=== block 1 ===
Fig. 1: block 1, zoomed window
Region (40, 7) to (60, 27) microns. Cells in grey, sequential cells in the stronger grey; small squares are vias.
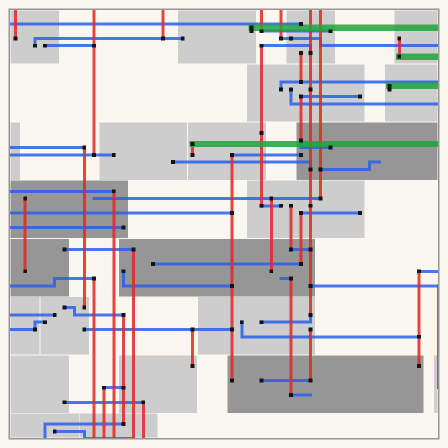

**src/rtl/fetch_pkg.sv**
```systemverilog
// Shared types and constants for the instruction fetch sequencer.
// Holds the FSM state enum, the default widths and the HALT opcode.
package fetch_pkg;

  localparam int FETCH_ADDR_W = 8;
  localparam int FETCH_DATA_W = 8;

  localparam logic [FETCH_DATA_W-1:0] FETCH_HALT_OP = 8'hFF;

  typedef enum logic [1:0] {
    IDLE,
    FETCH,
    DRAIN,
    HALTED
  } fetch_state_t;

endpackage

```
**src/rtl/fetch_pc_reg.sv**
```systemverilog
// Program counter register: load beats increment, otherwise hold.
// Ports: clk_i, rst_i (async, active-high), load_i/load_val_i, inc_i, pc_o.
module fetch_pc_reg
  import fetch_pkg::*;
#(
  parameter int                ADDR_W     = FETCH_ADDR_W,
  parameter logic [ADDR_W-1:0] START_ADDR = '0
) (
  input  logic              clk_i,
  input  logic              rst_i,
  input  logic              load_i,
  input  logic [ADDR_W-1:0] load_val_i,
  input  logic              inc_i,
  output logic [ADDR_W-1:0] pc_o
);

  localparam logic [ADDR_W-1:0] ONE = 1;

  logic [ADDR_W-1:0] pc_q;
  logic [ADDR_W-1:0] pc_d;

  // Increment wraps modulo 2**ADDR_W with no flag.
  always_comb begin
    pc_d = pc_q;
    if (load_i) begin
      pc_d = load_val_i;
    end else if (inc_i) begin
      pc_d = pc_q + ONE;
    end
  end

  always_ff @(posedge clk_i or posedge rst_i) begin
    if (rst_i) begin
      pc_q <= START_ADDR;
    end else begin
      pc_q <= pc_d;
    end
  end

  assign pc_o = pc_q;

endmodule

```
**src/rtl/instr_fetch_ctrl.sv**
```systemverilog
// Fetch sequencer: owns the PC, reads the combinational instruction memory
// and registers each word into a valid/ready stage; handles branch and halt.
// Ports: clk, reset (async, active-high), start, imem_addr, imem_data,
//   branch_valid, branch_target, instr_valid, instr_ready, instr_out,
//   instr_pc, halted. With FETCH_PERF_EN defined: perf_fetch_cnt,
//   perf_stall_cnt (16-bit saturating counters).
module instr_fetch_ctrl
  import fetch_pkg::*;
#(
  parameter int                ADDR_W      = FETCH_ADDR_W,
  parameter int                DATA_W      = FETCH_DATA_W,
  parameter logic [ADDR_W-1:0] START_ADDR  = '0,
  parameter logic [DATA_W-1:0] HALT_OPCODE = FETCH_HALT_OP
) (
  input  logic              clk,
  input  logic              reset,
  input  logic              start,
  output logic [ADDR_W-1:0] imem_addr,
  input  logic [DATA_W-1:0] imem_data,
  input  logic              branch_valid,
  input  logic [ADDR_W-1:0] branch_target,
  output logic              instr_valid,
  input  logic              instr_ready,
  output logic [DATA_W-1:0] instr_out,
  output logic [ADDR_W-1:0] instr_pc,
`ifdef FETCH_PERF_EN
  output logic [15:0]       perf_fetch_cnt,
  output logic [15:0]       perf_stall_cnt,
`endif
  output logic              halted
);

  fetch_state_t state_q;
  fetch_state_t state_d;

  logic              valid_q;
  logic              valid_d;
  logic [DATA_W-1:0] out_q;
  logic [DATA_W-1:0] out_d;
  logic [ADDR_W-1:0] ipc_q;
  logic [ADDR_W-1:0] ipc_d;

  logic              pc_load;
  logic [ADDR_W-1:0] pc_load_val;
  logic              pc_inc;
  logic [ADDR_W-1:0] pc;

  logic free;
  logic br;
  logic xfer;

  fetch_pc_reg #(
    .ADDR_W    (ADDR_W),
    .START_ADDR(START_ADDR)
  ) u_pc (
    .clk_i     (clk),
    .rst_i     (reset),
    .load_i    (pc_load),
    .load_val_i(pc_load_val),
    .inc_i     (pc_inc),
    .pc_o      (pc)
  );

  assign free = !valid_q || instr_ready;
  assign br   = branch_valid &&
                (state_q == FETCH || state_q == DRAIN);
  // A flushed word is not a delivery even if ready was high.
  assign xfer = valid_q && instr_ready && !br;

  always_comb begin
    state_d     = state_q;
    valid_d     = valid_q;
    out_d       = out_q;
    ipc_d       = ipc_q;
    pc_load     = 1'b0;
    pc_load_val = START_ADDR;
    pc_inc      = 1'b0;
    if (br) begin
      valid_d     = 1'b0;
      pc_load     = 1'b1;
      pc_load_val = branch_target;
      state_d     = FETCH;
    end else begin
      unique case (state_q)
        IDLE: begin
          if (start) begin
            state_d = FETCH;
          end
        end
        FETCH: begin
          if (free) begin
            out_d   = imem_data;
            ipc_d   = pc;
            valid_d = 1'b1;
            pc_inc  = 1'b1;
            if (imem_data == HALT_OPCODE) begin
              state_d = DRAIN;
            end
          end
        end
        DRAIN: begin
          if (valid_q && instr_ready) begin
            valid_d = 1'b0;
            state_d = HALTED;
          end
        end
        HALTED: begin
          valid_d = 1'b0;
          if (start) begin
            pc_load     = 1'b1;
            pc_load_val = START_ADDR;
            state_d     = FETCH;
          end
        end
        default: begin
          state_d = IDLE;
          valid_d = 1'b0;
        end
      endcase
    end
  end

  always_ff @(posedge clk or posedge reset) begin
    if (reset) begin
      state_q <= IDLE;
      valid_q <= 1'b0;
      out_q   <= '0;
      ipc_q   <= '0;
    end else begin
      state_q <= state_d;
      valid_q <= valid_d;
      out_q   <= out_d;
      ipc_q   <= ipc_d;
    end
  end

`ifdef FETCH_PERF_EN
  logic [15:0] fcnt_q;
  logic [15:0] scnt_q;

  always_ff @(posedge clk or posedge reset) begin
    if (reset) begin
      fcnt_q <= '0;
      scnt_q <= '0;
    end else begin
      if (xfer && fcnt_q != 16'hFFFF) begin
        fcnt_q <= fcnt_q + 16'd1;
      end
      if (valid_q && !instr_ready && scnt_q != 16'hFFFF) begin
        scnt_q <= scnt_q + 16'd1;
      end
    end
  end

  assign perf_fetch_cnt = fcnt_q;
  assign perf_stall_cnt = scnt_q;
`else
  logic unused_xfer;
  assign unused_xfer = xfer;
`endif

  assign imem_addr   = pc;
  assign instr_valid = valid_q;
  assign instr_out   = out_q;
  assign instr_pc    = ipc_q;
  assign halted      = (state_q == HALTED);

endmodule

```
**config.mk**
```make
export PLATFORM = sky130hd
export DESIGN_NAME = instr_fetch_ctrl
export DESIGN_NICKNAME = d
export VERILOG_FILES = /design/src/rtl/fetch_pkg.sv /design/src/rtl/fetch_pc_reg.sv /design/src/rtl/instr_fetch_ctrl.sv
export SDC_FILE = /design/constraint.sdc
export NUM_CORES = 1
export LEC_CHECK = 0
export CAP_MARGIN = 30
export CELL_PAD_IN_SITES_DETAIL_PLACEMENT = 0
export CELL_PAD_IN_SITES_GLOBAL_PLACEMENT = 1
export CORE_UTILIZATION = 35
export DETAILED_ROUTE_END_ITERATION = 8
export GPL_TIMING_DRIVEN = 0
export HOLD_SLACK_MARGIN = 0.08
export PLACE_DENSITY_LB_ADDON = 0.1
export SYNTH_ARGS = -nofsm -noshare
export SYNTH_HDL_FRONTEND = slang
export SYNTH_HIERARCHICAL = 1
export SYNTH_SLANG_ARGS = --single-unit
```
**constraint.sdc**
```tcl
create_clock -name clk -period 2.8 [get_ports clk]
set_input_delay 0.56 -clock clk [delete_from_list [all_inputs] [get_ports clk]]
set_output_delay 0.56 -clock clk [all_outputs]
set_load 0.005 [all_outputs]
```
=== block 2 ===
[src/rtl/seq_divider.sv]
// rtl/seq_divider.sv - iterative restoring divider for RV32M DIV/DIVU/REM/REMU
// Optional feature macro: DIV_FAST_SPECIAL_EN (divide-by-zero/overflow resolved at accept)
module seq_divider #(
  parameter int XLEN = 32
) (
  input  logic            clk,
  input  logic            rst_n,
  input  logic            start,
  input  logic [XLEN-1:0] op1,
  input  logic [XLEN-1:0] op2,
  input  logic [1:0]      funct,
  output logic            busy,
  output logic            done,
  output logic [XLEN-1:0] res
);

  localparam logic [XLEN-1:0] MIN_NEG  = {1'b1, {(XLEN-1){1'b0}}};
  localparam logic [5:0]      CNT_INIT = 6'(XLEN-1);

  typedef enum logic [1:0] {S_IDLE, S_RUN, S_FIX, S_DONE} state_t;

  state_t          state_q, state_d;
  logic [5:0]      cnt_q, cnt_d;
  logic [XLEN-1:0] q_q, q_d;
  logic [XLEN-1:0] r_q, r_d;
  logic [XLEN-1:0] dvs_q, dvs_d;
  logic            is_rem_q, is_rem_d;
  logic            qneg_q, qneg_d;
  logic            rneg_q, rneg_d;
  logic            special_q, special_d;
  logic [XLEN-1:0] spec_res_q, spec_res_d;
  logic            busy_q, busy_d;
  logic            done_q, done_d;
  logic [XLEN-1:0] res_q, res_d;

  logic            signed_op, op1_neg, op2_neg, div_zero, div_ovf, r_ge;
  logic [XLEN-1:0] op1_mag, op2_mag, spec_res, q_fix, r_fix;
  logic [XLEN:0]   r_sh;

  // Operand decode: magnitudes are unsigned, so |MIN_NEG| stays MIN_NEG.
  assign signed_op = ~funct[0];
  assign op1_neg   = signed_op & op1[XLEN-1];
  assign op2_neg   = signed_op & op2[XLEN-1];
  assign op1_mag   = op1_neg ? -op1 : op1;
  assign op2_mag   = op2_neg ? -op2 : op2;
  assign div_zero  = (op2 == '0);
  assign div_ovf   = signed_op && (op1 == MIN_NEG) && (op2 == '1);
  assign spec_res  = div_zero ? (funct[1] ? op1 : '1) : (funct[1] ? '0 : MIN_NEG);

  assign r_sh  = {r_q, q_q[XLEN-1]};
  assign r_ge  = (r_sh >= {1'b0, dvs_q});
  assign q_fix = qneg_q ? -q_q : q_q;
  assign r_fix = rneg_q ? -r_q : r_q;

  always_comb begin
    state_d    = state_q;
    cnt_d      = cnt_q;
    q_d        = q_q;
    r_d        = r_q;
    dvs_d      = dvs_q;
    is_rem_d   = is_rem_q;
    qneg_d     = qneg_q;
    rneg_d     = rneg_q;
    special_d  = special_q;
    spec_res_d = spec_res_q;
    res_d      = res_q;
    case (state_q)
      S_IDLE: begin
        if (start) begin
          is_rem_d   = funct[1];
          qneg_d     = op1_neg ^ op2_neg;
          rneg_d     = op1_neg;
          special_d  = div_zero | div_ovf;
          spec_res_d = spec_res;
          q_d        = op1_mag;
          r_d        = '0;
          dvs_d      = op2_mag;
          cnt_d      = CNT_INIT;
          state_d    = S_RUN;
`ifdef DIV_FAST_SPECIAL_EN
          if (div_zero || div_ovf) begin
            res_d   = spec_res;
            state_d = S_DONE;
          end
`endif
        end
      end
      S_RUN: begin
        // Only the low XLEN bits survive: a successful subtraction leaves R < divisor.
        if (r_ge) begin
          r_d = r_sh[XLEN-1:0] - dvs_q;
          q_d = {q_q[XLEN-2:0], 1'b1};
        end else begin
          r_d = r_sh[XLEN-1:0];
          q_d = {q_q[XLEN-2:0], 1'b0};
        end
        cnt_d = cnt_q - 6'd1;
        if (cnt_q == 6'd0) state_d = S_FIX;
      end
      S_FIX: begin
        res_d   = special_q ? spec_res_q : (is_rem_q ? r_fix : q_fix);
        state_d = S_DONE;
      end
      S_DONE:  state_d = S_IDLE;
      default: state_d = S_IDLE;
    endcase
    busy_d = (state_d == S_RUN) || (state_d == S_FIX);
    done_d = (state_d == S_DONE);
  end

  always_ff @(posedge clk) begin
    if (!rst_n) begin
      state_q    <= S_IDLE;
      cnt_q      <= '0;
      q_q        <= '0;
      r_q        <= '0;
      dvs_q      <= '0;
      is_rem_q   <= 1'b0;
      qneg_q     <= 1'b0;
      rneg_q     <= 1'b0;
      special_q  <= 1'b0;
      spec_res_q <= '0;
      busy_q     <= 1'b0;
      done_q     <= 1'b0;
      res_q      <= '0;
    end else begin
      state_q    <= state_d;
      cnt_q      <= cnt_d;
      q_q        <= q_d;
      r_q        <= r_d;
      dvs_q      <= dvs_d;
      is_rem_q   <= is_rem_d;
      qneg_q     <= qneg_d;
      rneg_q     <= rneg_d;
      special_q  <= special_d;
      spec_res_q <= spec_res_d;
      busy_q     <= busy_d;
      done_q     <= done_d;
      res_q      <= res_d;
    end
  end

  assign busy = busy_q;
  assign done = done_q;
  assign res  = res_q;

endmodule
[config.mk]
export PLATFORM = sky130hd
export DESIGN_NAME = seq_divider
export DESIGN_NICKNAME = d
export VERILOG_FILES = /design/src/rtl/seq_divider.sv
export SDC_FILE = /design/constraint.sdc
export NUM_CORES = 1
export LEC_CHECK = 0
export CORE_MARGIN = 2
export CORE_UTILIZATION = 40
export DETAILED_ROUTE_END_ITERATION = 16
export HOLD_SLACK_MARGIN = 0.06
export PLACE_DENSITY = 0.68
export SYNTH_ARGS = -nofsm -noshare
export SYNTH_HDL_FRONTEND = slang
export SYNTH_SLANG_ARGS = --single-unit
export TNS_END_PERCENT = 100
[constraint.sdc]
create_clock -name clk -period 6.21 [get_ports clk]
set_input_delay 1.242 -clock clk [delete_from_list [all_inputs] [get_ports clk]]
set_output_delay 1.242 -clock clk [all_outputs]
set_load 0.01 [all_outputs]
Fig. 2: block 2, routed clock nets over the placement
(1.5 px per micron)
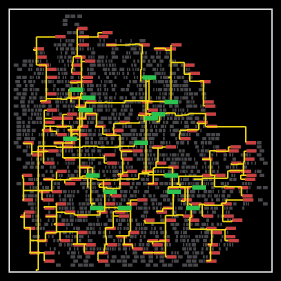
green -> clock drivers  # count 17
red -> flip-flops  # count 174
yellow -> clock wires  # length 2,420 microns
flops lie = all over the die
routed clock nets = 18
maximum clock skew at final layout: 0.0141 ns
Worst-Skew Late Latency: 0.44 ns
power of the clock network: 1.13 mW
Clk pwr share: 23.3%

Fig. 3: block 2, M4 wires
(2 px per micron)
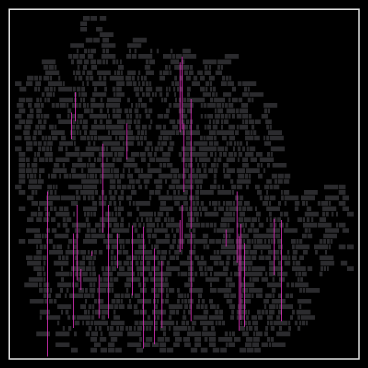
nets with wire on the layer = 27
share of all routed wire = 2.9%
main direction = vertical
longest straight run = 82.3 microns
wire length on this layer = 1,050 microns

==> flow report, block 2 <==
STATUS
---------------------------------------------------------------------
Outcome ................................................ complete, no violations

WORST SETUP PATH
---------------------------------------------------------------------
Worst flop-to-flop path startpoint .....................      q_q[31]

RUN
---------------------------------------------------------------------
Number of maximum-capacitance constraint violations ....            0

YOSYS
---------------------------------------------------------------------
Area share of fa/ha/maj cells after synthesis ..........        4.39%
Synthesized registers ..................................          174

GLOBAL ROUTING
---------------------------------------------------------------------
Global router's overall resource usage .................        23.3%
Global routing usage on met2 ...........................        37.6%
Met3 usage in global routing ...........................        2.87%

ROUTE
---------------------------------------------------------------------
Uppermost metal layer occupied by signal nets ..........         met4

LAYOUT
---------------------------------------------------------------------
Count of filler cells inserted in the layout ...........        2,838
Multi-In Gates .........................................        1,194
Final sequential cell count ............................          174
Non-CTS inverters ......................................           61
Net total in the final layout ..........................        1,673
Non-CTS buffers ........................................          116

CLOCK NETWORK
---------------------------------------------------------------------
TritonCTS sink count ...................................          174
CTS clock-pin slew for the worst setup and hold paths ..      0.08 ns

PLACE
---------------------------------------------------------------------
Instance count after placement with tap cells included .        1,929

POWER
---------------------------------------------------------------------
Switching power ........................................      2.12 mW
Internal ...............................................      2.73 mW

Fig. 4: block 1, metal layers overlaid
(6 px per micron)
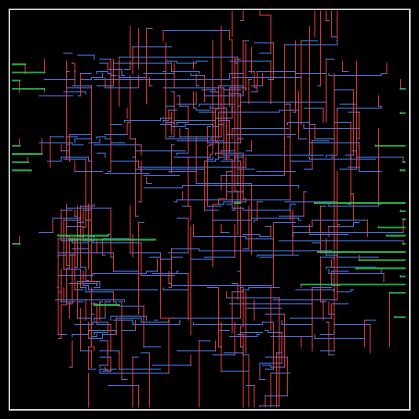
blue -> metal 1  # wire length 1,520 microns
red -> metal 2  # wire length 1,560 microns
green -> metal 3  # wire length 137 microns
count of vias placed by the detailed router: 1,179
final routed wirelength across all metal layers: 3210 microns
wire length per cell: 13.9 microns
global router's overall resource usage: 15.4%

Fig. 5: block 1, track usage over the die
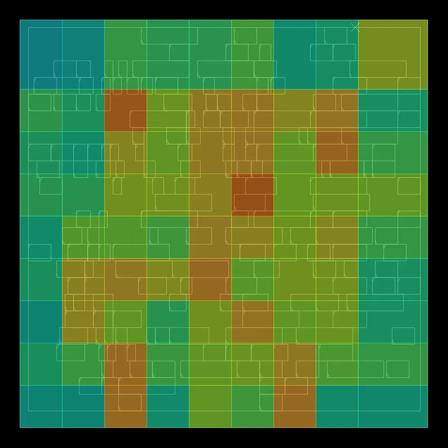
global routing usage on met2: 26.8%
post-layout utilization of the core: 50.6%

About Fig. 1:
red -> metal 2
green -> metal 3
blue -> metal 1
cells with their middle in the window = 17
sequential cells in the window = 4
netlist names of flops here include = instr_out (4)
most frequent = clkdlybuf4s50_1 (6), dfrtp_1 (4), mux2_4 (3)

==> flow report, block 1 <==
YOSYS
----------------------------------------------------------------------------------------
Yosys-reported design area after synthesis ................................   1460 sq um
Instance tally after logic synthesis ......................................          131
Share of synthesized registers carrying an async set or reset .............         100%

POWER
----------------------------------------------------------------------------------------
VDD IR-drop max ...........................................................   0.000403 V
Flip-flop and latch power .................................................       736 uW

LAYOUT
----------------------------------------------------------------------------------------
Net total in the final layout .............................................          209
Non-CTS buffers ...........................................................           52
Share of the final layout cell area in sequential cells ...................        33.4%
Logic share of the area ...................................................        35.8%

ROUTE
----------------------------------------------------------------------------------------
Uppermost metal layer occupied by signal nets .............................         met3
Detailed-route DRC error count ............................................            1

STATUS
----------------------------------------------------------------------------------------
Outcome ................................................................... finished, violations left
Violated checks ........................................................... design-rule violations

WORST HOLD PATH
----------------------------------------------------------------------------------------
Path type of the worst min-delay path ..................................... register to register
Count of cells along the worst hold path ..................................            1

WORST SETUP PATH
----------------------------------------------------------------------------------------
RR Endpoint ............................................................... u_pc/pc_o[5]
Highest-delay cell along the critical path ................................ sky130_fd_sc_hd__dfrtp_1

STA
----------------------------------------------------------------------------------------
Final tally of setup violations ...........................................            0

PLACE
----------------------------------------------------------------------------------------
Instance count after placement with tap cells included ....................          227
Total half-perimeter wirelength after legalization and detailed placement . 2540 microns

DIE
----------------------------------------------------------------------------------------
Top Ports .................................................................           47

CLOCK NETWORK
----------------------------------------------------------------------------------------
Root Buffer ............................................................... sky130_fd_sc_hd__clkbuf_8

GLOBAL ROUTING
----------------------------------------------------------------------------------------
GRT Residual Overflow .....................................................            0
Most Crowded Layer GR .....................................................         met2


=== block 3 ===
--- src/rtl/interrupt_controller_pkg.sv ---
// rtl/interrupt_controller_pkg.sv - shared types and defaults for the interrupt controller
//
// Package intc_pkg:
//   IDLE/REQ/SERVICE  state encodings, and the state_t enum built from them
//   DEF_N_SRC         default number of interrupt sources
//   DEF_VEC_BASE      default vector of source 0
//   vec_of()          handler vector for a source index, 8-bit wraparound
package intc_pkg;

  localparam logic [1:0] IDLE    = 2'd0;
  localparam logic [1:0] REQ     = 2'd1;
  localparam logic [1:0] SERVICE = 2'd2;

  typedef enum logic [1:0] {
    ST_IDLE    = IDLE,
    ST_REQ     = REQ,
    ST_SERVICE = SERVICE
  } state_t;

  localparam int         DEF_N_SRC    = 4;
  localparam logic [7:0] DEF_VEC_BASE = 8'hF0;

  // The sum wraps in 8 bits, so a large base plus a high index truncates.
  function automatic logic [7:0] vec_of(input logic [7:0] base, input logic [2:0] idx);
    return base + {5'd0, idx};
  endfunction

endpackage

--- src/rtl/interrupt_controller_if.sv ---
// rtl/interrupt_controller_if.sv - request/acknowledge bundle between the CPU side and the controller
//
// Signals:
//   irq[N_SRC]       request lines, rising-edge sensitive
//   mask_we          mask register write enable
//   mask_din[N_SRC]  new mask value, 1 = source enabled
//   inta             interrupt acknowledge from the control unit
//   iret             return-from-interrupt from the control unit
//   intr             interrupt request to the control unit (the "int" line)
//   vector[8]        handler vector, valid while in_service
//   in_service       a handler is active
//   pending[N_SRC]   latched unserviced edges
// Modports: master drives requests and microcode fields, slave is the controller.
interface interrupt_controller_if #(
  parameter int N_SRC = intc_pkg::DEF_N_SRC
);

  logic [N_SRC-1:0] irq;
  logic             mask_we;
  logic [N_SRC-1:0] mask_din;
  logic             inta;
  logic             iret;
  logic             intr;
  logic [7:0]       vector;
  logic             in_service;
  logic [N_SRC-1:0] pending;

  modport master (
    output irq, mask_we, mask_din, inta, iret,
    input  intr, vector, in_service, pending
  );

  modport slave (
    input  irq, mask_we, mask_din, inta, iret,
    output intr, vector, in_service, pending
  );

endinterface

--- src/rtl/interrupt_controller_prio_enc.sv ---
// rtl/interrupt_controller_prio_enc.sv - combinational lowest-index-wins priority encoder
//
// Ports:
//   req[N_SRC]  request vector
//   idx[3]      index of the lowest set bit, 0 when none is set
//   any         at least one bit of req is set
module prio_enc #(
  parameter int N_SRC = intc_pkg::DEF_N_SRC
) (
  input  logic [N_SRC-1:0] req,
  output logic [2:0]       idx,
  output logic             any
);

  // Scanning from the top down lets the lowest set index overwrite the rest.
  always_comb begin
    idx = 3'd0;
    any = 1'b0;
    for (int i = N_SRC - 1; i >= 0; i--) begin
      if (req[i]) begin
        idx = 3'(i);
        any = 1'b1;
      end
    end
  end

endmodule

--- src/rtl/interrupt_controller.sv ---
// rtl/interrupt_controller.sv - masked, prioritised, non-nesting interrupt source for the CPU
//
// Ports:
//   clk   system clock, rising edge
//   rst   asynchronous active-low reset
//   bus   interrupt_controller_if.slave: irq, mask_we, mask_din, inta, iret in;
//         intr, vector, in_service, pending out (all outputs registered)
module interrupt_controller
  import intc_pkg::*;
#(
  parameter int         N_SRC    = DEF_N_SRC,
  parameter logic [7:0] VEC_BASE = DEF_VEC_BASE
) (
  input  logic                  clk,
  input  logic                  rst,
  interrupt_controller_if.slave bus
);

  state_t           state;
  logic [2:0]       cur_idx;
  logic [N_SRC-1:0] mask;
  logic [N_SRC-1:0] irq_q;
  logic             armed;
  logic [N_SRC-1:0] rise;
  logic [N_SRC-1:0] req;
  logic [N_SRC-1:0] clr;
  logic [2:0]       grant_idx;
  logic             any;

  // irq_q is zero out of reset, so a line that is already high would look
  // like a fresh edge on the first clock. 'armed' blanks detection for that
  // one clock while irq_q picks up the real line levels.
  assign rise = bus.irq & ~irq_q & {N_SRC{armed}};

  // Masked bits stay latched in pending; they simply do not request.
  assign req = bus.pending & mask;

  prio_enc #(
    .N_SRC(N_SRC)
  ) u_prio (
    .req(req),
    .idx(grant_idx),
    .any(any)
  );

  // Bit of pending retired by this clock's acknowledge.
  always_comb begin
    clr = '0;
    for (int i = 0; i < N_SRC; i++) begin
      clr[i] = (state == ST_REQ) && bus.inta && (cur_idx == 3'(i));
    end
  end

  always_ff @(posedge clk or negedge rst) begin
    if (!rst) begin
      state          <= ST_IDLE;
      cur_idx        <= 3'd0;
      mask           <= '1;
      irq_q          <= '0;
      armed          <= 1'b0;
      bus.pending    <= '0;
      bus.intr       <= 1'b0;
      bus.vector     <= 8'h00;
      bus.in_service <= 1'b0;
    end else begin
      irq_q <= bus.irq;
      armed <= 1'b1;

      if (bus.mask_we) begin
        mask <= bus.mask_din;
      end

      // A new edge on the bit being acknowledged wins over the clear.
      bus.pending <= (bus.pending & ~clr) | rise;

      case (state)
        ST_IDLE: begin
          if (any) begin
            state    <= ST_REQ;
            cur_idx  <= grant_idx;
            bus.intr <= 1'b1;
          end
        end
        // The request latched in cur_idx is held until acknowledged, even if
        // the mask changes or a higher-priority edge arrives meanwhile.
        ST_REQ: begin
          if (bus.inta) begin
            state          <= ST_SERVICE;
            bus.intr       <= 1'b0;
            bus.vector     <= vec_of(VEC_BASE, cur_idx);
            bus.in_service <= 1'b1;
          end
        end
        ST_SERVICE: begin
          if (bus.iret) begin
            state          <= ST_IDLE;
            bus.in_service <= 1'b0;
          end
        end
        default: begin
          state          <= ST_IDLE;
          bus.intr       <= 1'b0;
          bus.in_service <= 1'b0;
        end
      endcase
    end
  end

endmodule

--- src/flat_wrapper.sv ---
// flat-port wrapper written by rule: the top's interface ports become plain ports
module interrupt_controller_flat import intc_pkg::*;
#(
  parameter int         N_SRC    = DEF_N_SRC,
  parameter logic [7:0] VEC_BASE = DEF_VEC_BASE
)
  (clk, rst, bus_irq, bus_mask_we, bus_mask_din, bus_inta, bus_iret, bus_intr, bus_vector, bus_in_service, bus_pending);
  interrupt_controller_if #(.N_SRC(N_SRC)) bus_i ();
  input  logic clk;
  input  logic rst;
  input wire logic [$bits(bus_i.irq)-1:0] bus_irq;
  input wire logic [$bits(bus_i.mask_we)-1:0] bus_mask_we;
  input wire logic [$bits(bus_i.mask_din)-1:0] bus_mask_din;
  input wire logic [$bits(bus_i.inta)-1:0] bus_inta;
  input wire logic [$bits(bus_i.iret)-1:0] bus_iret;
  output wire logic [$bits(bus_i.intr)-1:0] bus_intr;
  output wire logic [$bits(bus_i.vector)-1:0] bus_vector;
  output wire logic [$bits(bus_i.in_service)-1:0] bus_in_service;
  output wire logic [$bits(bus_i.pending)-1:0] bus_pending;
  assign bus_i.irq = bus_irq;
  assign bus_i.mask_we = bus_mask_we;
  assign bus_i.mask_din = bus_mask_din;
  assign bus_i.inta = bus_inta;
  assign bus_i.iret = bus_iret;
  assign bus_intr = bus_i.intr;
  assign bus_vector = bus_i.vector;
  assign bus_in_service = bus_i.in_service;
  assign bus_pending = bus_i.pending;
  interrupt_controller #(.N_SRC(N_SRC), .VEC_BASE(VEC_BASE)) u_core (.clk(clk), .rst(rst), .bus(bus_i));
endmodule
--- config.mk ---
export PLATFORM = sky130hd
export DESIGN_NAME = interrupt_controller_flat
export DESIGN_NICKNAME = d
export VERILOG_FILES = /design/src/rtl/interrupt_controller_pkg.sv /design/src/rtl/interrupt_controller_if.sv /design/src/rtl/interrupt_controller_prio_enc.sv /design/src/rtl/interrupt_controller.sv /design/src/flat_wrapper.sv
export SDC_FILE = /design/constraint.sdc
export NUM_CORES = 1
export LEC_CHECK = 0
export CAP_MARGIN = 20
export CORE_MARGIN = 10
export CORE_UTILIZATION = 40
export CTS_CLUSTER_DIAMETER = 60
export CTS_CLUSTER_SIZE = 16
export DETAILED_ROUTE_END_ITERATION = 8
export GPL_TIMING_DRIVEN = 0
export PLACE_DENSITY = 0.73
export REMOVE_ABC_BUFFERS = 1
export SLEW_MARGIN = 40
export SYNTH_ARGS = -nofsm -noshare
export SYNTH_HDL_FRONTEND = slang
export SYNTH_SLANG_ARGS = --single-unit
export TNS_END_PERCENT = 20
--- constraint.sdc ---
create_clock -name clk -period 1.37 [get_ports clk]
set_clock_uncertainty 0.05 [all_clocks]
set_input_delay 0.137 -clock clk [delete_from_list [all_inputs] [get_ports clk]]
set_output_delay 0.137 -clock clk [all_outputs]
set_load 0.03 [all_outputs]
Fig. 6: block 3, register map, names as in the netlist
(8 px per micron)
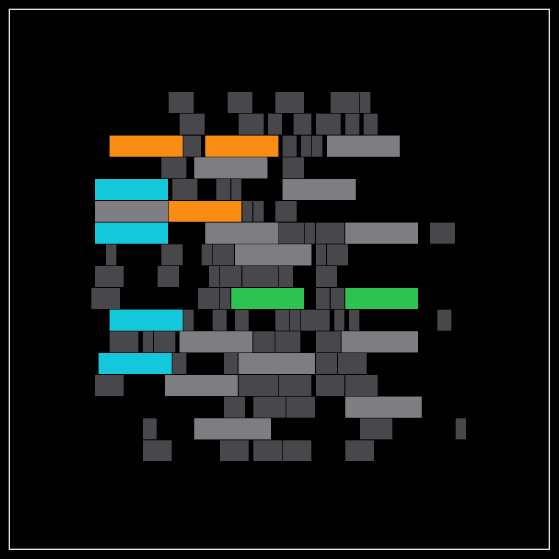
cyan -> u_core.irq_q  # placed flops 4, where left middle
orange -> u_core.bus.vector  # placed flops 3
green -> u_core.cur_idx  # placed flops 2

Fig. 7: block 3, metal layers overlaid
(6 px per micron)
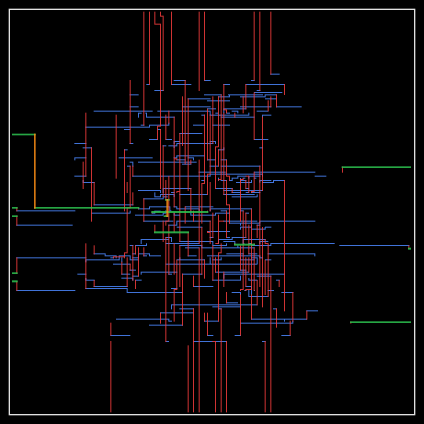
red -> metal 2  # wire length 1,000 microns
orange -> metal 4  # wire length 15.0 microns
blue -> metal 1  # wire length 769 microns
green -> metal 3  # wire length 63.5 microns

Fig. 8: block 3, zoomed window
Region (40, 7) to (60, 27) microns. Cells in grey, sequential cells in the stronger grey; small squares are vias.
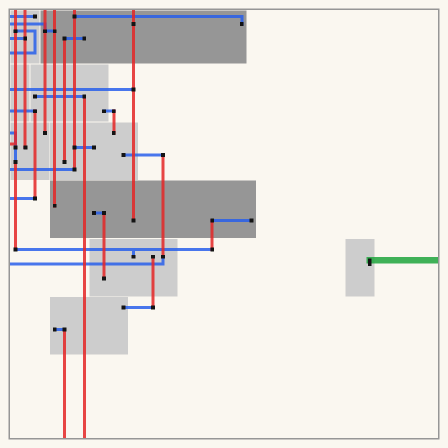
green -> metal 3
red -> metal 2
blue -> metal 1
sequential cells in the window = 2
most frequent = mux2_2 (2), clkdlybuf4s50_1 (2), dfstp_2 (2)
cells with their middle in the window = 8
netlist names of flops here include = u_core.mask (2)

==> flow report <==
YOSYS
---------------------------------------------------------------------
Total of warnings raised by yosys ......................            0
Number of synthesized flops with an enable pin .........            0
Instance tally after logic synthesis ...................           77

STA
---------------------------------------------------------------------
Tmin final .............................................      1.46 ns
Final critical-path setup slack ........................   -0.0886 ns
Final tally of setup violations ........................            1

GLOBAL ROUTING
---------------------------------------------------------------------
Pin count of the biggest net entering global routing ...           23

PLACE
---------------------------------------------------------------------
Instance count after placement with tap cells included .          124

WORST HOLD PATH
---------------------------------------------------------------------
Launch instance of the worst min-delay path ............   bus_irq[2]

POWER
---------------------------------------------------------------------
Ratio of total power to cell area ...................... 1930 nW/um^2
Flip-flop and latch power ..............................      1.06 mW

ROUTE
---------------------------------------------------------------------
Final routed wirelength across all metal layers ........ 1850 microns
Length of routed wiring on met1 ........................  768 microns
Uppermost metal layer occupied by signal nets ..........         met4

CLOCK NETWORK
---------------------------------------------------------------------
Root Buffer ............................................ sky130_fd_sc_hd__clkbuf_4

WORST SETUP PATH
---------------------------------------------------------------------
Worst EP arrival .......................................      1.61 ns
RR Endpoint ............................................ u_core.bus.intr

STATUS
---------------------------------------------------------------------
Violated checks ........................................ negative setup slack
Outcome ................................................ finished, violations left


No activity file was given, so power comes from the tool's default toggle rates.
